######## design 1 ########
Figure 1. Clock wires, drivers and flops (design 1).
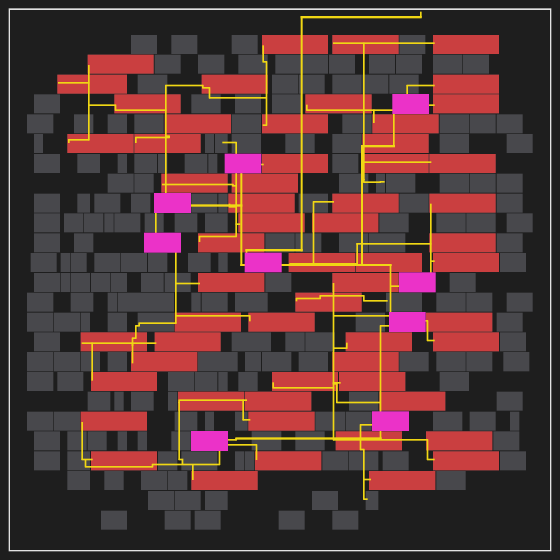

**src/rtl/pwm_cfg_arbiter_if.sv**
```systemverilog
// Write-request bundle for the two configuration requesters (A: SPI decode, B: sequencer).
// master = requester side, slave = arbiter side.
interface pwm_cfg_arbiter_if #(
  parameter int unsigned ADDR_W = 7,
  parameter int unsigned DATA_W = 8
);
  logic              a_valid;
  logic              a_ready;
  logic [ADDR_W-1:0] a_addr;
  logic [DATA_W-1:0] a_data;
  logic              b_valid;
  logic              b_ready;
  logic [ADDR_W-1:0] b_addr;
  logic [DATA_W-1:0] b_data;

  modport master (
    output a_valid, a_addr, a_data, b_valid, b_addr, b_data,
    input  a_ready, b_ready
  );

  modport slave (
    input  a_valid, a_addr, a_data, b_valid, b_addr, b_data,
    output a_ready, b_ready
  );
endinterface

```
**src/rtl/pwm_cfg_arbiter.sv**
```systemverilog
// Round-robin arbiter committing config writes to the PWM / output-enable register bank.
// Define PWM_DUTY_SYNC_EN to defer duty-cycle writes to the next PWM period boundary.
module pwm_cfg_arbiter #(
  parameter int unsigned NUM_REGS = 5,
  parameter int unsigned ADDR_W   = 7,
  parameter int unsigned DATA_W   = 8
) (
  input  logic              clk,
  input  logic              rst,
  pwm_cfg_arbiter_if.slave  bus,
  input  logic              pwm_period_end,
  output logic [DATA_W-1:0] en_reg_out_7_0,
  output logic [DATA_W-1:0] en_reg_out_15_8,
  output logic [DATA_W-1:0] en_reg_pwm_7_0,
  output logic [DATA_W-1:0] en_reg_pwm_15_8,
  output logic [DATA_W-1:0] pwm_duty_cycle,
  output logic              duty_pending,
  output logic              err_addr,
  output logic              last_grant
);

  localparam logic [ADDR_W-1:0] AddrOutLo = ADDR_W'(0);
  localparam logic [ADDR_W-1:0] AddrOutHi = ADDR_W'(1);
  localparam logic [ADDR_W-1:0] AddrPwmLo = ADDR_W'(2);
  localparam logic [ADDR_W-1:0] AddrPwmHi = ADDR_W'(3);
  localparam logic [ADDR_W-1:0] AddrDuty  = ADDR_W'(4);
  localparam logic [ADDR_W-1:0] NumRegsA  = ADDR_W'(NUM_REGS);

  logic              grant_a, grant_b;
  logic              last_grant_q;
  logic              stage_valid_q;
  logic [ADDR_W-1:0] stage_addr_q;
  logic [DATA_W-1:0] stage_data_q;
  logic [DATA_W-1:0] reg_out_lo_q, reg_out_hi_q, reg_pwm_lo_q, reg_pwm_hi_q, duty_q;
  logic              err_addr_q;
  logic              duty_wr;

  // Contention goes to the port that did not win last; at most one grant per cycle.
  always_comb begin
    grant_a = bus.a_valid & (~bus.b_valid | last_grant_q);
    grant_b = bus.b_valid & (~bus.a_valid | ~last_grant_q);
  end

  assign bus.a_ready = grant_a;
  assign bus.b_ready = grant_b;

  assign duty_wr = stage_valid_q && (stage_addr_q == AddrDuty);

  always_ff @(posedge clk or posedge rst) begin
    if (rst) begin
      last_grant_q  <= 1'b1;
      stage_valid_q <= 1'b0;
      stage_addr_q  <= '0;
      stage_data_q  <= '0;
      reg_out_lo_q  <= '0;
      reg_out_hi_q  <= '0;
      reg_pwm_lo_q  <= '0;
      reg_pwm_hi_q  <= '0;
      err_addr_q    <= 1'b0;
    end else begin
      stage_valid_q <= grant_a | grant_b;
      if (grant_a) begin
        last_grant_q <= 1'b0;
        stage_addr_q <= bus.a_addr;
        stage_data_q <= bus.a_data;
      end else if (grant_b) begin
        last_grant_q <= 1'b1;
        stage_addr_q <= bus.b_addr;
        stage_data_q <= bus.b_data;
      end

      if (stage_valid_q) begin
        case (stage_addr_q)
          AddrOutLo: reg_out_lo_q <= stage_data_q;
          AddrOutHi: reg_out_hi_q <= stage_data_q;
          AddrPwmLo: reg_pwm_lo_q <= stage_data_q;
          AddrPwmHi: reg_pwm_hi_q <= stage_data_q;
          default:   ;
        endcase
      end
      err_addr_q <= stage_valid_q && (stage_addr_q >= NumRegsA);
    end
  end

`ifdef PWM_DUTY_SYNC_EN
  typedef enum logic [0:0] {StIdle, StPending} duty_st_e;

  duty_st_e          duty_st_q;
  logic [DATA_W-1:0] duty_shadow_q;
  logic              duty_pending_q;

  // A boundary applies the old shadow even when a new duty commits in the same cycle.
  always_ff @(posedge clk or posedge rst) begin
    if (rst) begin
      duty_st_q      <= StIdle;
      duty_shadow_q  <= '0;
      duty_q         <= '0;
      duty_pending_q <= 1'b0;
    end else begin
      if (pwm_period_end && (duty_st_q == StPending)) begin
        duty_q <= duty_shadow_q;
      end
      if (duty_wr) begin
        duty_shadow_q  <= stage_data_q;
        duty_st_q      <= StPending;
        duty_pending_q <= 1'b1;
      end else if (pwm_period_end && (duty_st_q == StPending)) begin
        duty_st_q      <= StIdle;
        duty_pending_q <= 1'b0;
      end
    end
  end

  assign duty_pending = duty_pending_q;
`else
  logic unused_period_end;
  assign unused_period_end = pwm_period_end;

  always_ff @(posedge clk or posedge rst) begin
    if (rst) begin
      duty_q <= '0;
    end else if (duty_wr) begin
      duty_q <= stage_data_q;
    end
  end

  assign duty_pending = 1'b0;
`endif

  assign en_reg_out_7_0  = reg_out_lo_q;
  assign en_reg_out_15_8 = reg_out_hi_q;
  assign en_reg_pwm_7_0  = reg_pwm_lo_q;
  assign en_reg_pwm_15_8 = reg_pwm_hi_q;
  assign pwm_duty_cycle  = duty_q;
  assign err_addr        = err_addr_q;
  assign last_grant      = last_grant_q;

endmodule
```
**src/flat_wrapper.sv**
```systemverilog
// flat-port wrapper written by rule: the top's interface ports become plain ports
module pwm_cfg_arbiter_flat 
#(
  parameter int unsigned NUM_REGS = 5,
  parameter int unsigned ADDR_W   = 7,
  parameter int unsigned DATA_W   = 8
)
  (clk, rst, pwm_period_end, en_reg_out_7_0, en_reg_out_15_8, en_reg_pwm_7_0, en_reg_pwm_15_8, pwm_duty_cycle, duty_pending, err_addr, last_grant, bus_a_valid, bus_a_addr, bus_a_data, bus_b_valid, bus_b_addr, bus_b_data, bus_a_ready, bus_b_ready);
  pwm_cfg_arbiter_if #(.ADDR_W(ADDR_W), .DATA_W(DATA_W)) bus_i ();
  input  logic clk;
  input  logic rst;
  input  logic pwm_period_end;
  output logic [DATA_W-1:0] en_reg_out_7_0;
  output logic [DATA_W-1:0] en_reg_out_15_8;
  output logic [DATA_W-1:0] en_reg_pwm_7_0;
  output logic [DATA_W-1:0] en_reg_pwm_15_8;
  output logic [DATA_W-1:0] pwm_duty_cycle;
  output logic duty_pending;
  output logic err_addr;
  output logic last_grant;
  input wire logic [$bits(bus_i.a_valid)-1:0] bus_a_valid;
  input wire logic [$bits(bus_i.a_addr)-1:0] bus_a_addr;
  input wire logic [$bits(bus_i.a_data)-1:0] bus_a_data;
  input wire logic [$bits(bus_i.b_valid)-1:0] bus_b_valid;
  input wire logic [$bits(bus_i.b_addr)-1:0] bus_b_addr;
  input wire logic [$bits(bus_i.b_data)-1:0] bus_b_data;
  output wire logic [$bits(bus_i.a_ready)-1:0] bus_a_ready;
  output wire logic [$bits(bus_i.b_ready)-1:0] bus_b_ready;
  assign bus_i.a_valid = bus_a_valid;
  assign bus_i.a_addr = bus_a_addr;
  assign bus_i.a_data = bus_a_data;
  assign bus_i.b_valid = bus_b_valid;
  assign bus_i.b_addr = bus_b_addr;
  assign bus_i.b_data = bus_b_data;
  assign bus_a_ready = bus_i.a_ready;
  assign bus_b_ready = bus_i.b_ready;
  pwm_cfg_arbiter #(.NUM_REGS(NUM_REGS), .ADDR_W(ADDR_W), .DATA_W(DATA_W)) u_core (.clk(clk), .rst(rst), .bus(bus_i), .pwm_period_end(pwm_period_end), .en_reg_out_7_0(en_reg_out_7_0), .en_reg_out_15_8(en_reg_out_15_8), .en_reg_pwm_7_0(en_reg_pwm_7_0), .en_reg_pwm_15_8(en_reg_pwm_15_8), .pwm_duty_cycle(pwm_duty_cycle), .duty_pending(duty_pending), .err_addr(err_addr), .last_grant(last_grant));
endmodule
```
**config.mk**
```make
export PLATFORM = sky130hd
export DESIGN_NAME = pwm_cfg_arbiter_flat
export DESIGN_NICKNAME = d
export VERILOG_FILES = /design/src/rtl/pwm_cfg_arbiter_if.sv /design/src/rtl/pwm_cfg_arbiter.sv /design/src/flat_wrapper.sv
export SDC_FILE = /design/constraint.sdc
export NUM_CORES = 1
export LEC_CHECK = 0
export CAP_MARGIN = 40
export CORE_MARGIN = 2
export CORE_UTILIZATION = 49
export DETAILED_ROUTE_END_ITERATION = 12
export PLACE_DENSITY = 0.85
export SYNTH_ARGS = -nofsm -noshare
export SYNTH_HDL_FRONTEND = slang
export SYNTH_SLANG_ARGS = --single-unit
```
**constraint.sdc**
```tcl
create_clock -name clk -period 3.1 [get_ports clk]
set_clock_uncertainty 0.05 [all_clocks]
set_input_delay 0.31 -clock clk [delete_from_list [all_inputs] [get_ports clk]]
set_output_delay 0.31 -clock clk [all_outputs]
set_load 0.03 [all_outputs]
```
######## design 2 ########
===== config.mk =====
export PLATFORM = sky130hd
export DESIGN_NAME = uart_rx_ctrl
export DESIGN_NICKNAME = d
export VERILOG_FILES = /design/src/rtl/uart_pkg.sv /design/src/rtl/uart_rx_fifo.sv /design/src/rtl/uart_rx_ctrl.sv
export SDC_FILE = /design/constraint.sdc
export NUM_CORES = 1
export LEC_CHECK = 0
export ABC_CLOCK_PERIOD_IN_PS = 7900
export CAP_MARGIN = 20
export CORE_UTILIZATION = 50
export CTS_CLUSTER_SIZE = 25
export DETAILED_ROUTE_END_ITERATION = 8
export GPL_ROUTABILITY_DRIVEN = 0
export PLACE_DENSITY = 0.77
export SETUP_SLACK_MARGIN = 0.15
export SYNTH_ARGS = -nofsm -noshare
export SYNTH_HDL_FRONTEND = slang
export SYNTH_SLANG_ARGS = --single-unit

===== constraint.sdc =====
create_clock -name clk -period 7.9 [get_ports clk]
set_input_delay 2.37 -clock clk [delete_from_list [all_inputs] [get_ports clk]]
set_output_delay 2.37 -clock clk [all_outputs]
set_load 0.1 [all_outputs]

===== src/rtl/uart_pkg.sv =====
// Shared types for the UART receive path: controller FSM states and FIFO entry layout.
package uart_pkg;

    localparam int UART_PAYLOAD_BITS = 8;

    typedef enum logic [1:0] {
        OFF    = 2'd0,
        ACTIVE = 2'd1,
        DRAIN  = 2'd2
    } rx_state_t;

    typedef struct packed {
        logic                         last;
        logic [UART_PAYLOAD_BITS-1:0] data;
    } rx_entry_t;

endpackage


===== src/rtl/uart_rx_fifo.sv =====
// Show-ahead FIFO with wrap-bit pointers; the head word is visible whenever the FIFO is non-empty.
module uart_rx_fifo #(
    parameter int WIDTH = 9,
    parameter int DEPTH = 8
) (
    input  logic                     clk,
    input  logic                     resetn,
    input  logic                     push,
    input  logic [WIDTH-1:0]         push_data,
    input  logic                     pop,
    output logic [WIDTH-1:0]         head_data,
    output logic                     full,
    output logic                     empty,
    output logic [$clog2(DEPTH):0]   level
);
    localparam int AW = $clog2(DEPTH);

    logic [WIDTH-1:0] mem [DEPTH];
    logic [AW:0]      wr_ptr_reg;
    logic [AW:0]      rd_ptr_reg;
    logic             pop_en;
    logic             push_en;

    assign pop_en  = pop && !empty;
    // A pop in the same cycle frees a slot, so a full FIFO can still accept.
    assign push_en = push && (!full || pop_en);

    always_ff @(posedge clk) begin
        if (push_en) begin
            mem[wr_ptr_reg[AW-1:0]] <= push_data;
        end
    end

    always_ff @(posedge clk or negedge resetn) begin
        if (!resetn) begin
            wr_ptr_reg <= '0;
            rd_ptr_reg <= '0;
        end else begin
            if (push_en) begin
                wr_ptr_reg <= wr_ptr_reg + 1'b1;
            end
            if (pop_en) begin
                rd_ptr_reg <= rd_ptr_reg + 1'b1;
            end
        end
    end

    assign level     = wr_ptr_reg - rd_ptr_reg;
    assign empty     = (level == '0);
    assign full      = (level == (AW+1)'(DEPTH));
    // Gate the head so stale storage never shows on the outputs while empty.
    assign head_data = empty ? '0 : mem[rd_ptr_reg[AW-1:0]];

endmodule


===== src/rtl/uart_rx_ctrl.sv =====
// UART receive controller: gates the receiver, stages bytes until their frame position is known,
// and delimits frames by break, idle timeout or shutdown drain.
module uart_rx_ctrl
    import uart_pkg::*;
#(
    parameter int PAYLOAD_BITS  = 8,
    parameter int FIFO_DEPTH    = 8,
    parameter int IDLE_CYCLES   = 40,
    parameter int COUNT_REG_LEN = 16
) (
    input  logic                          clk,
    input  logic                          resetn,
    input  logic                          ctrl_enable,
    input  logic                          rx_valid,
    input  logic                          rx_break,
    input  logic [PAYLOAD_BITS-1:0]       rx_data,
    output logic                          rx_en,
    output logic                          m_valid,
    input  logic                          m_ready,
    output logic [PAYLOAD_BITS-1:0]       m_data,
    output logic                          m_last,
    output logic [$clog2(FIFO_DEPTH):0]   fifo_level,
    output logic                          overflow,
    input  logic                          clear_errors,
    output logic                          break_det
);
    rx_state_t                state_reg, state_next;
    logic                     stage_valid_reg, stage_valid_next;
    logic [PAYLOAD_BITS-1:0]  stage_data_reg, stage_data_next;
    logic [COUNT_REG_LEN-1:0] idle_cnt_reg, idle_cnt_next;
    logic                     rx_en_reg;
    logic                     overflow_reg, overflow_next;
    logic                     break_det_reg, break_det_next;

    logic                     byte_evt;
    logic                     break_evt;
    logic                     timeout;
    logic                     push_req;
    logic                     push_last;
    logic                     push_ok;
    logic                     set_ovf;
    logic                     fifo_push;
    logic                     fifo_pop;
    logic                     fifo_full;
    logic                     fifo_empty;
    logic [PAYLOAD_BITS:0]    fifo_head;

    assign byte_evt  = (state_reg == ACTIVE) && rx_valid && !rx_break;
    assign break_evt = (state_reg == ACTIVE) && rx_valid && rx_break;
    assign timeout   = (state_reg == ACTIVE) && stage_valid_reg &&
                       (idle_cnt_reg == COUNT_REG_LEN'(IDLE_CYCLES - 1));
    assign fifo_pop  = m_ready && !fifo_empty;
    assign push_ok   = !fifo_full || fifo_pop;

    always_comb begin
        state_next       = state_reg;
        stage_valid_next = stage_valid_reg;
        stage_data_next  = stage_data_reg;
        idle_cnt_next    = '0;
        push_req         = 1'b0;
        push_last        = 1'b0;
        set_ovf          = 1'b0;
        break_det_next   = 1'b0;

        case (state_reg)
            OFF: begin
                if (ctrl_enable) begin
                    state_next = ACTIVE;
                end
            end
            ACTIVE: begin
                if (!ctrl_enable) begin
                    state_next = DRAIN;
                end
                break_det_next = break_evt;
                // Any event retires the staged byte; only a following data byte keeps the frame open.
                if (stage_valid_reg && (rx_valid || timeout)) begin
                    push_req  = 1'b1;
                    push_last = !byte_evt;
                    set_ovf   = !push_ok;
                end
                if (byte_evt) begin
                    stage_valid_next = 1'b1;
                    stage_data_next  = rx_data;
                end else if (push_req) begin
                    stage_valid_next = 1'b0;
                end else if (stage_valid_reg) begin
                    idle_cnt_next = idle_cnt_reg + 1'b1;
                end
            end
            DRAIN: begin
                push_last = 1'b1;
                if (!stage_valid_reg) begin
                    state_next = OFF;
                end else if (push_ok) begin
                    push_req         = 1'b1;
                    stage_valid_next = 1'b0;
                    state_next       = OFF;
                end
            end
            default: begin
                state_next = OFF;
            end
        endcase

        if (set_ovf) begin
            overflow_next = 1'b1;
        end else if (clear_errors) begin
            overflow_next = 1'b0;
        end else begin
            overflow_next = overflow_reg;
        end
    end

    assign fifo_push = push_req && push_ok;

    always_ff @(posedge clk or negedge resetn) begin
        if (!resetn) begin
            state_reg       <= OFF;
            stage_valid_reg <= 1'b0;
            stage_data_reg  <= '0;
            idle_cnt_reg    <= '0;
            rx_en_reg       <= 1'b0;
            overflow_reg    <= 1'b0;
            break_det_reg   <= 1'b0;
        end else begin
            state_reg       <= state_next;
            stage_valid_reg <= stage_valid_next;
            stage_data_reg  <= stage_data_next;
            idle_cnt_reg    <= idle_cnt_next;
            rx_en_reg       <= (state_next == ACTIVE);
            overflow_reg    <= overflow_next;
            break_det_reg   <= break_det_next;
        end
    end

    uart_rx_fifo #(
        .WIDTH (PAYLOAD_BITS + 1),
        .DEPTH (FIFO_DEPTH)
    ) u_fifo (
        .clk       (clk),
        .resetn    (resetn),
        .push      (fifo_push),
        .push_data ({push_last, stage_data_reg}),
        .pop       (fifo_pop),
        .head_data (fifo_head),
        .full      (fifo_full),
        .empty     (fifo_empty),
        .level     (fifo_level)
    );

    assign rx_en     = rx_en_reg;
    assign m_valid   = !fifo_empty;
    assign m_data    = fifo_head[PAYLOAD_BITS-1:0];
    assign m_last    = fifo_head[PAYLOAD_BITS];
    assign overflow  = overflow_reg;
    assign break_det = break_det_reg;

endmodule



==> gallery <==
Supply network.
Scale bar: 20 um. Pins as bars on the die edge.
shot_01.png
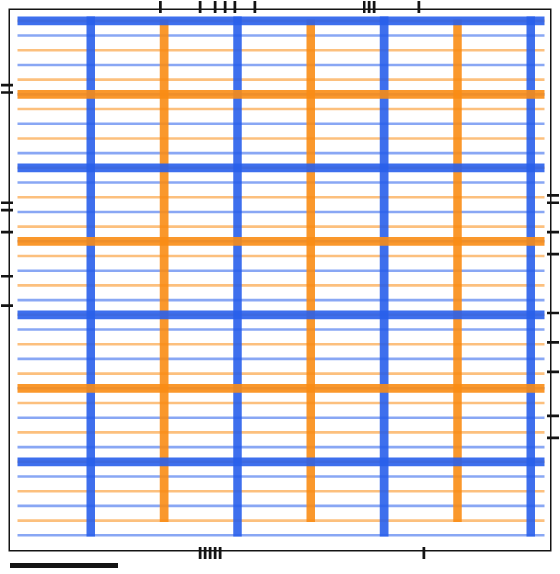
shot_02.png
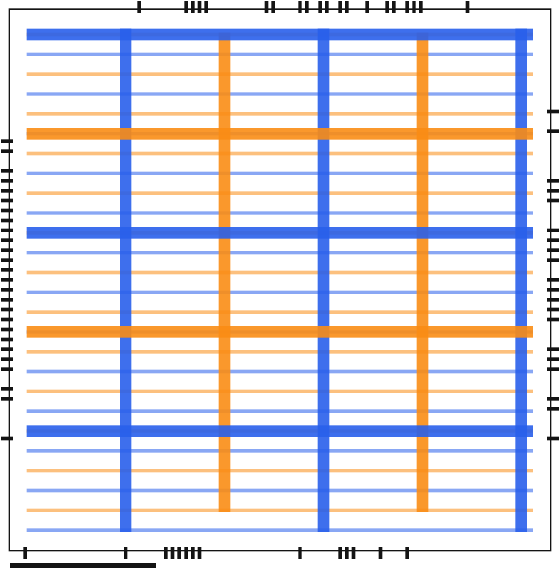
| picture | from |
|---|---|
| shot_01.png | design 2 |
| shot_02.png | design 1 |

Key to shot_01.png:
blue -> VSS
orange -> VDD
met5 straps = 7
signal pins = 32

Figure 2. Clock wires, drivers and flops (design 2).
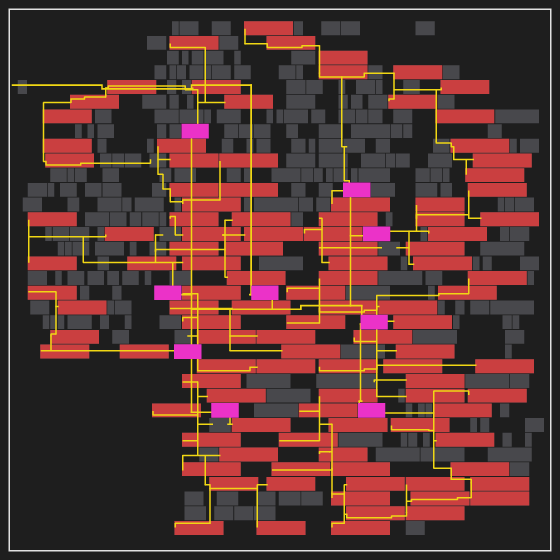
magenta -> clock drivers  # count 9
yellow -> clock wires  # length 1,100 um
red -> flip-flops  # count 110
flops lie = all over the die
routed clock nets = 10

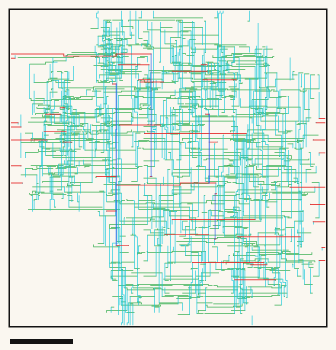
Figure 3: design 2, signal wires by layer.
Scale bar: 20 um.
cyan -> metal 2  # wire length 4,300 um
red -> metal 3  # wire length 357 um
blue -> metal 4  # wire length 126 um
green -> metal 1  # wire length 3,840 um

==> flow_summary.json, design 2 <==
{
  "outcome": "complete, no violations",
  "slowest_delay_ps": 1150,
  "start_kind": "register",
  "fin_skew_ps": 16.5,
  "edf_count": 72,
  "wl_met3_um": 357,
  "drt-pass1-iter-count": 5,
  "fin_area_sq_um": 5470,
  "path_max_fanout": 13,
  "post-dp-hpwl_um": 5840,
  "wl_per_cell_um": 17.7,
  "area_growth_pct": 14.1,
  "fa_ha_area_share_pct": 3.03,
  "comb-cell-share_pct": 28.9,
  "postLayoutCoreUtil_pct": 58.9,
  "seq_area_sq_um": 3110,
  "n_fill_cell": 725,
  "drc": 0,
  "met2_wirelength_um": 4300,
  "synth_top_cell_by_count": "edfxtp_1",
  "clkCellAreaFrac_pct": 3.57,
  "netlist_instances": 316
}
-- design 2: worst paths after layout --
check                                startpoint              endpoint  slack [ps]
setup reg to reg           u_fifo.rd_ptr_reg[1]      u_fifo.mem[2][3]        3980
hold reg to reg            u_fifo.wr_ptr_reg[3]  u_fifo.wr_ptr_reg[3]         490
min in group asynchronous                resetn       idle_cnt_reg[8]        2110
max in group asynchronous                resetn  u_fifo.rd_ptr_reg[2]        5230
setup / recovery           u_fifo.rd_ptr_reg[2]             m_data[2]        1630
hold / removal             u_fifo.wr_ptr_reg[3]  u_fifo.wr_ptr_reg[3]         490
-- design 2: placed cells by master (no fill, tap or decap), types with 10 or more instances in the layout --
cell type	instances
inv_1	12
clkdlybuf4s50_1	30
ha_1	10
xor2_1	13
a21oi_1	14
edfxtp_1	72
mux4_2	18
nor2_1	19
dfrtp_1	38
nand2_1	26
-- design 2: worst max-delay path, delay by kind of cell (launching register included) --
kind	cells	cell delay (ps)
buffers and inverters	3	1720
AND-OR/OR-AND	4	730
adder cells (fa/ha/maj)	1	460
flip-flops	1	640
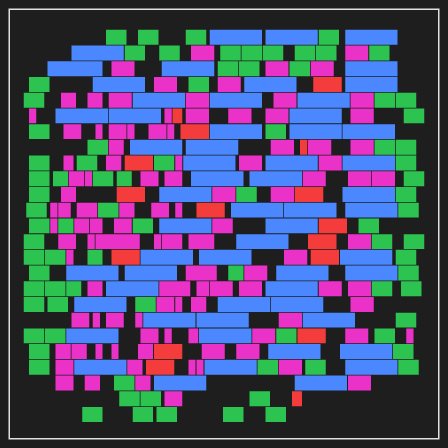
Figure 4: design 1, placed cells, one colour a class.
red -> clock drivers and dummy loads  # cells 16
blue -> sequential cells  # cells 58
green -> remaining buffers and delay cells  # cells 83
magenta -> combinational and other logic  # cells 105

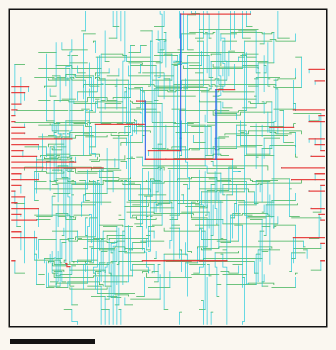
Figure 5: design 1, signal wires by layer.
Scale bar: 20 um.
red -> metal 3  # wire length 275 um
cyan -> metal 2  # wire length 2,740 um
green -> metal 1  # wire length 2,290 um
blue -> metal 4  # wire length 61.9 um

About Figure 1:
red -> flip-flops  # count 58
magenta -> clock drivers  # count 9
yellow -> clock wires  # length 647 um
routed clock nets = 10
flops lie = all over the die

==> flow_summary.json, design 1 <==
{
  "criticalPathCategory": "in -> out",
  "outcome": "complete, no violations",
  "async_flop_share_pct": 100,
  "cts_hold_buf": 0,
  "yosys_warnings": 0,
  "fa_ha_area_share_pct": 0,
  "place_inst": 313,
  "worstPathRequired_ps": 2740,
  "fin_crit_ps": 2230,
  "yosysUniqueCellTypes": 24,
  "drc": 0,
  "clock_latency_ps": 320,
  "cp-end-kind": "primary output",
  "wl_per_cell_um": 16.3,
  "reg2reg_to": "u_core.en_reg_pwm_15_8[0]",
  "synth.area.top_cells": "dfrtp_1, mux2_2, a2bb2oi_1",
  "warnings": 27,
  "period_used_pct": 71.9,
  "r2r_start": "u_core.stage_addr_q[6]",
  "h-tree-depth": 3,
  "fin_nets": 292,
  "cpMaxStageDelayCell": "clkdlybuf4s50_1",
  "post_cts_buffers": 0,
  "syn_area_per_cell_sq_um": 14.0,
  "fin_area_sq_um": 3450,
  "fmax_mhz": 449,
  "start_kind": "primary input",
  "io_pins": 80,
  "ant_nets": 0,
  "path_max_fanout": 10,
  "rsz0062_at_grt": "false",
  "first_iter_violations": 77,
  "slowest_delay_ps": 670,
  "clk_pin_slew_ps": 60,
  "hold_violations": 0,
  "finalSetupViolations": 0,
  "synthTopCellsByCount": "dfrtp_1, mux2_2, nand2_1, a22oi_1, a2bb2oi_1",
  "finalMaxSlewViolations": 0,
  "antenna_found_initial": 0,
  "root_buffer": "clkbuf_8",
  "max-clock-path-buffers": 2
}
design 1: per-stage QoR:
stage          setup slack, ps  hold WS [ps]
2_1_floorplan             1170           369
3_3_place_gp               887           426
3_5_place_dp               868           442
4_1_cts                    862           256
5_1_grt                    808           295
6_report                   872           248
design 1: layout make-up:
type                            instances  area [sq um]
Clock inverter                          2          10.0
Tap cell                               67          83.8
Fill cell                             315          1270
Sequential cell                        58          1450
Multi-Input combinational cell        101           892
Timing Repair Buffer                   83           816
Inverter                                4          15.0
Clock buffer                           14           183
design 1: registers in the layout, summed over array words and instances (netlist names):
name	flops
u_core.stage_data_q	8
u_core.en_reg_out_15_8	8
u_core.err_addr	1
u_core.stage_addr_q	7
u_core.en_reg_pwm_15_8	8
u_core.last_grant	1
u_core.pwm_duty_cycle	8
u_core.stage_valid_q	1
u_core.en_reg_out_7_0	8
u_core.en_reg_pwm_7_0	8
design 1: layer usage:
layer | vias to the layer above | GRT usage, % | wire length [um]
met2 | 59 | 35.1 | 2740
met1 | 847 | 28.3 | 2290
met5 | - | 0 | 0
li1 | 807 | - | -
met3 | 7 | 6.23 | 274
met4 | 0 | 8.28 | 61


==> gallery <==
Congestion heat map.
Plate I
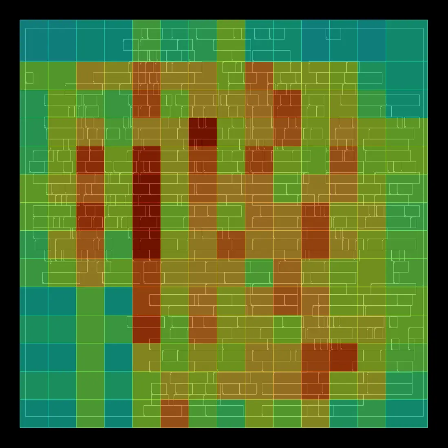
Plate II
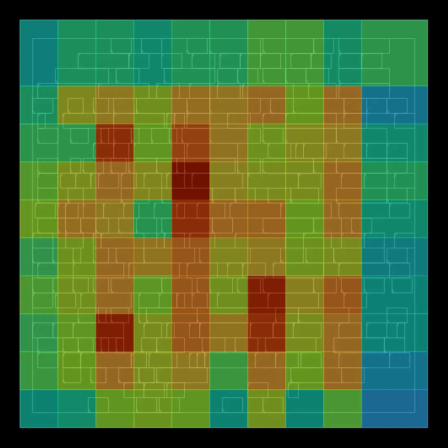
| picture | from |
|---|---|
| Plate II | design 1 |
| Plate I | design 2 |

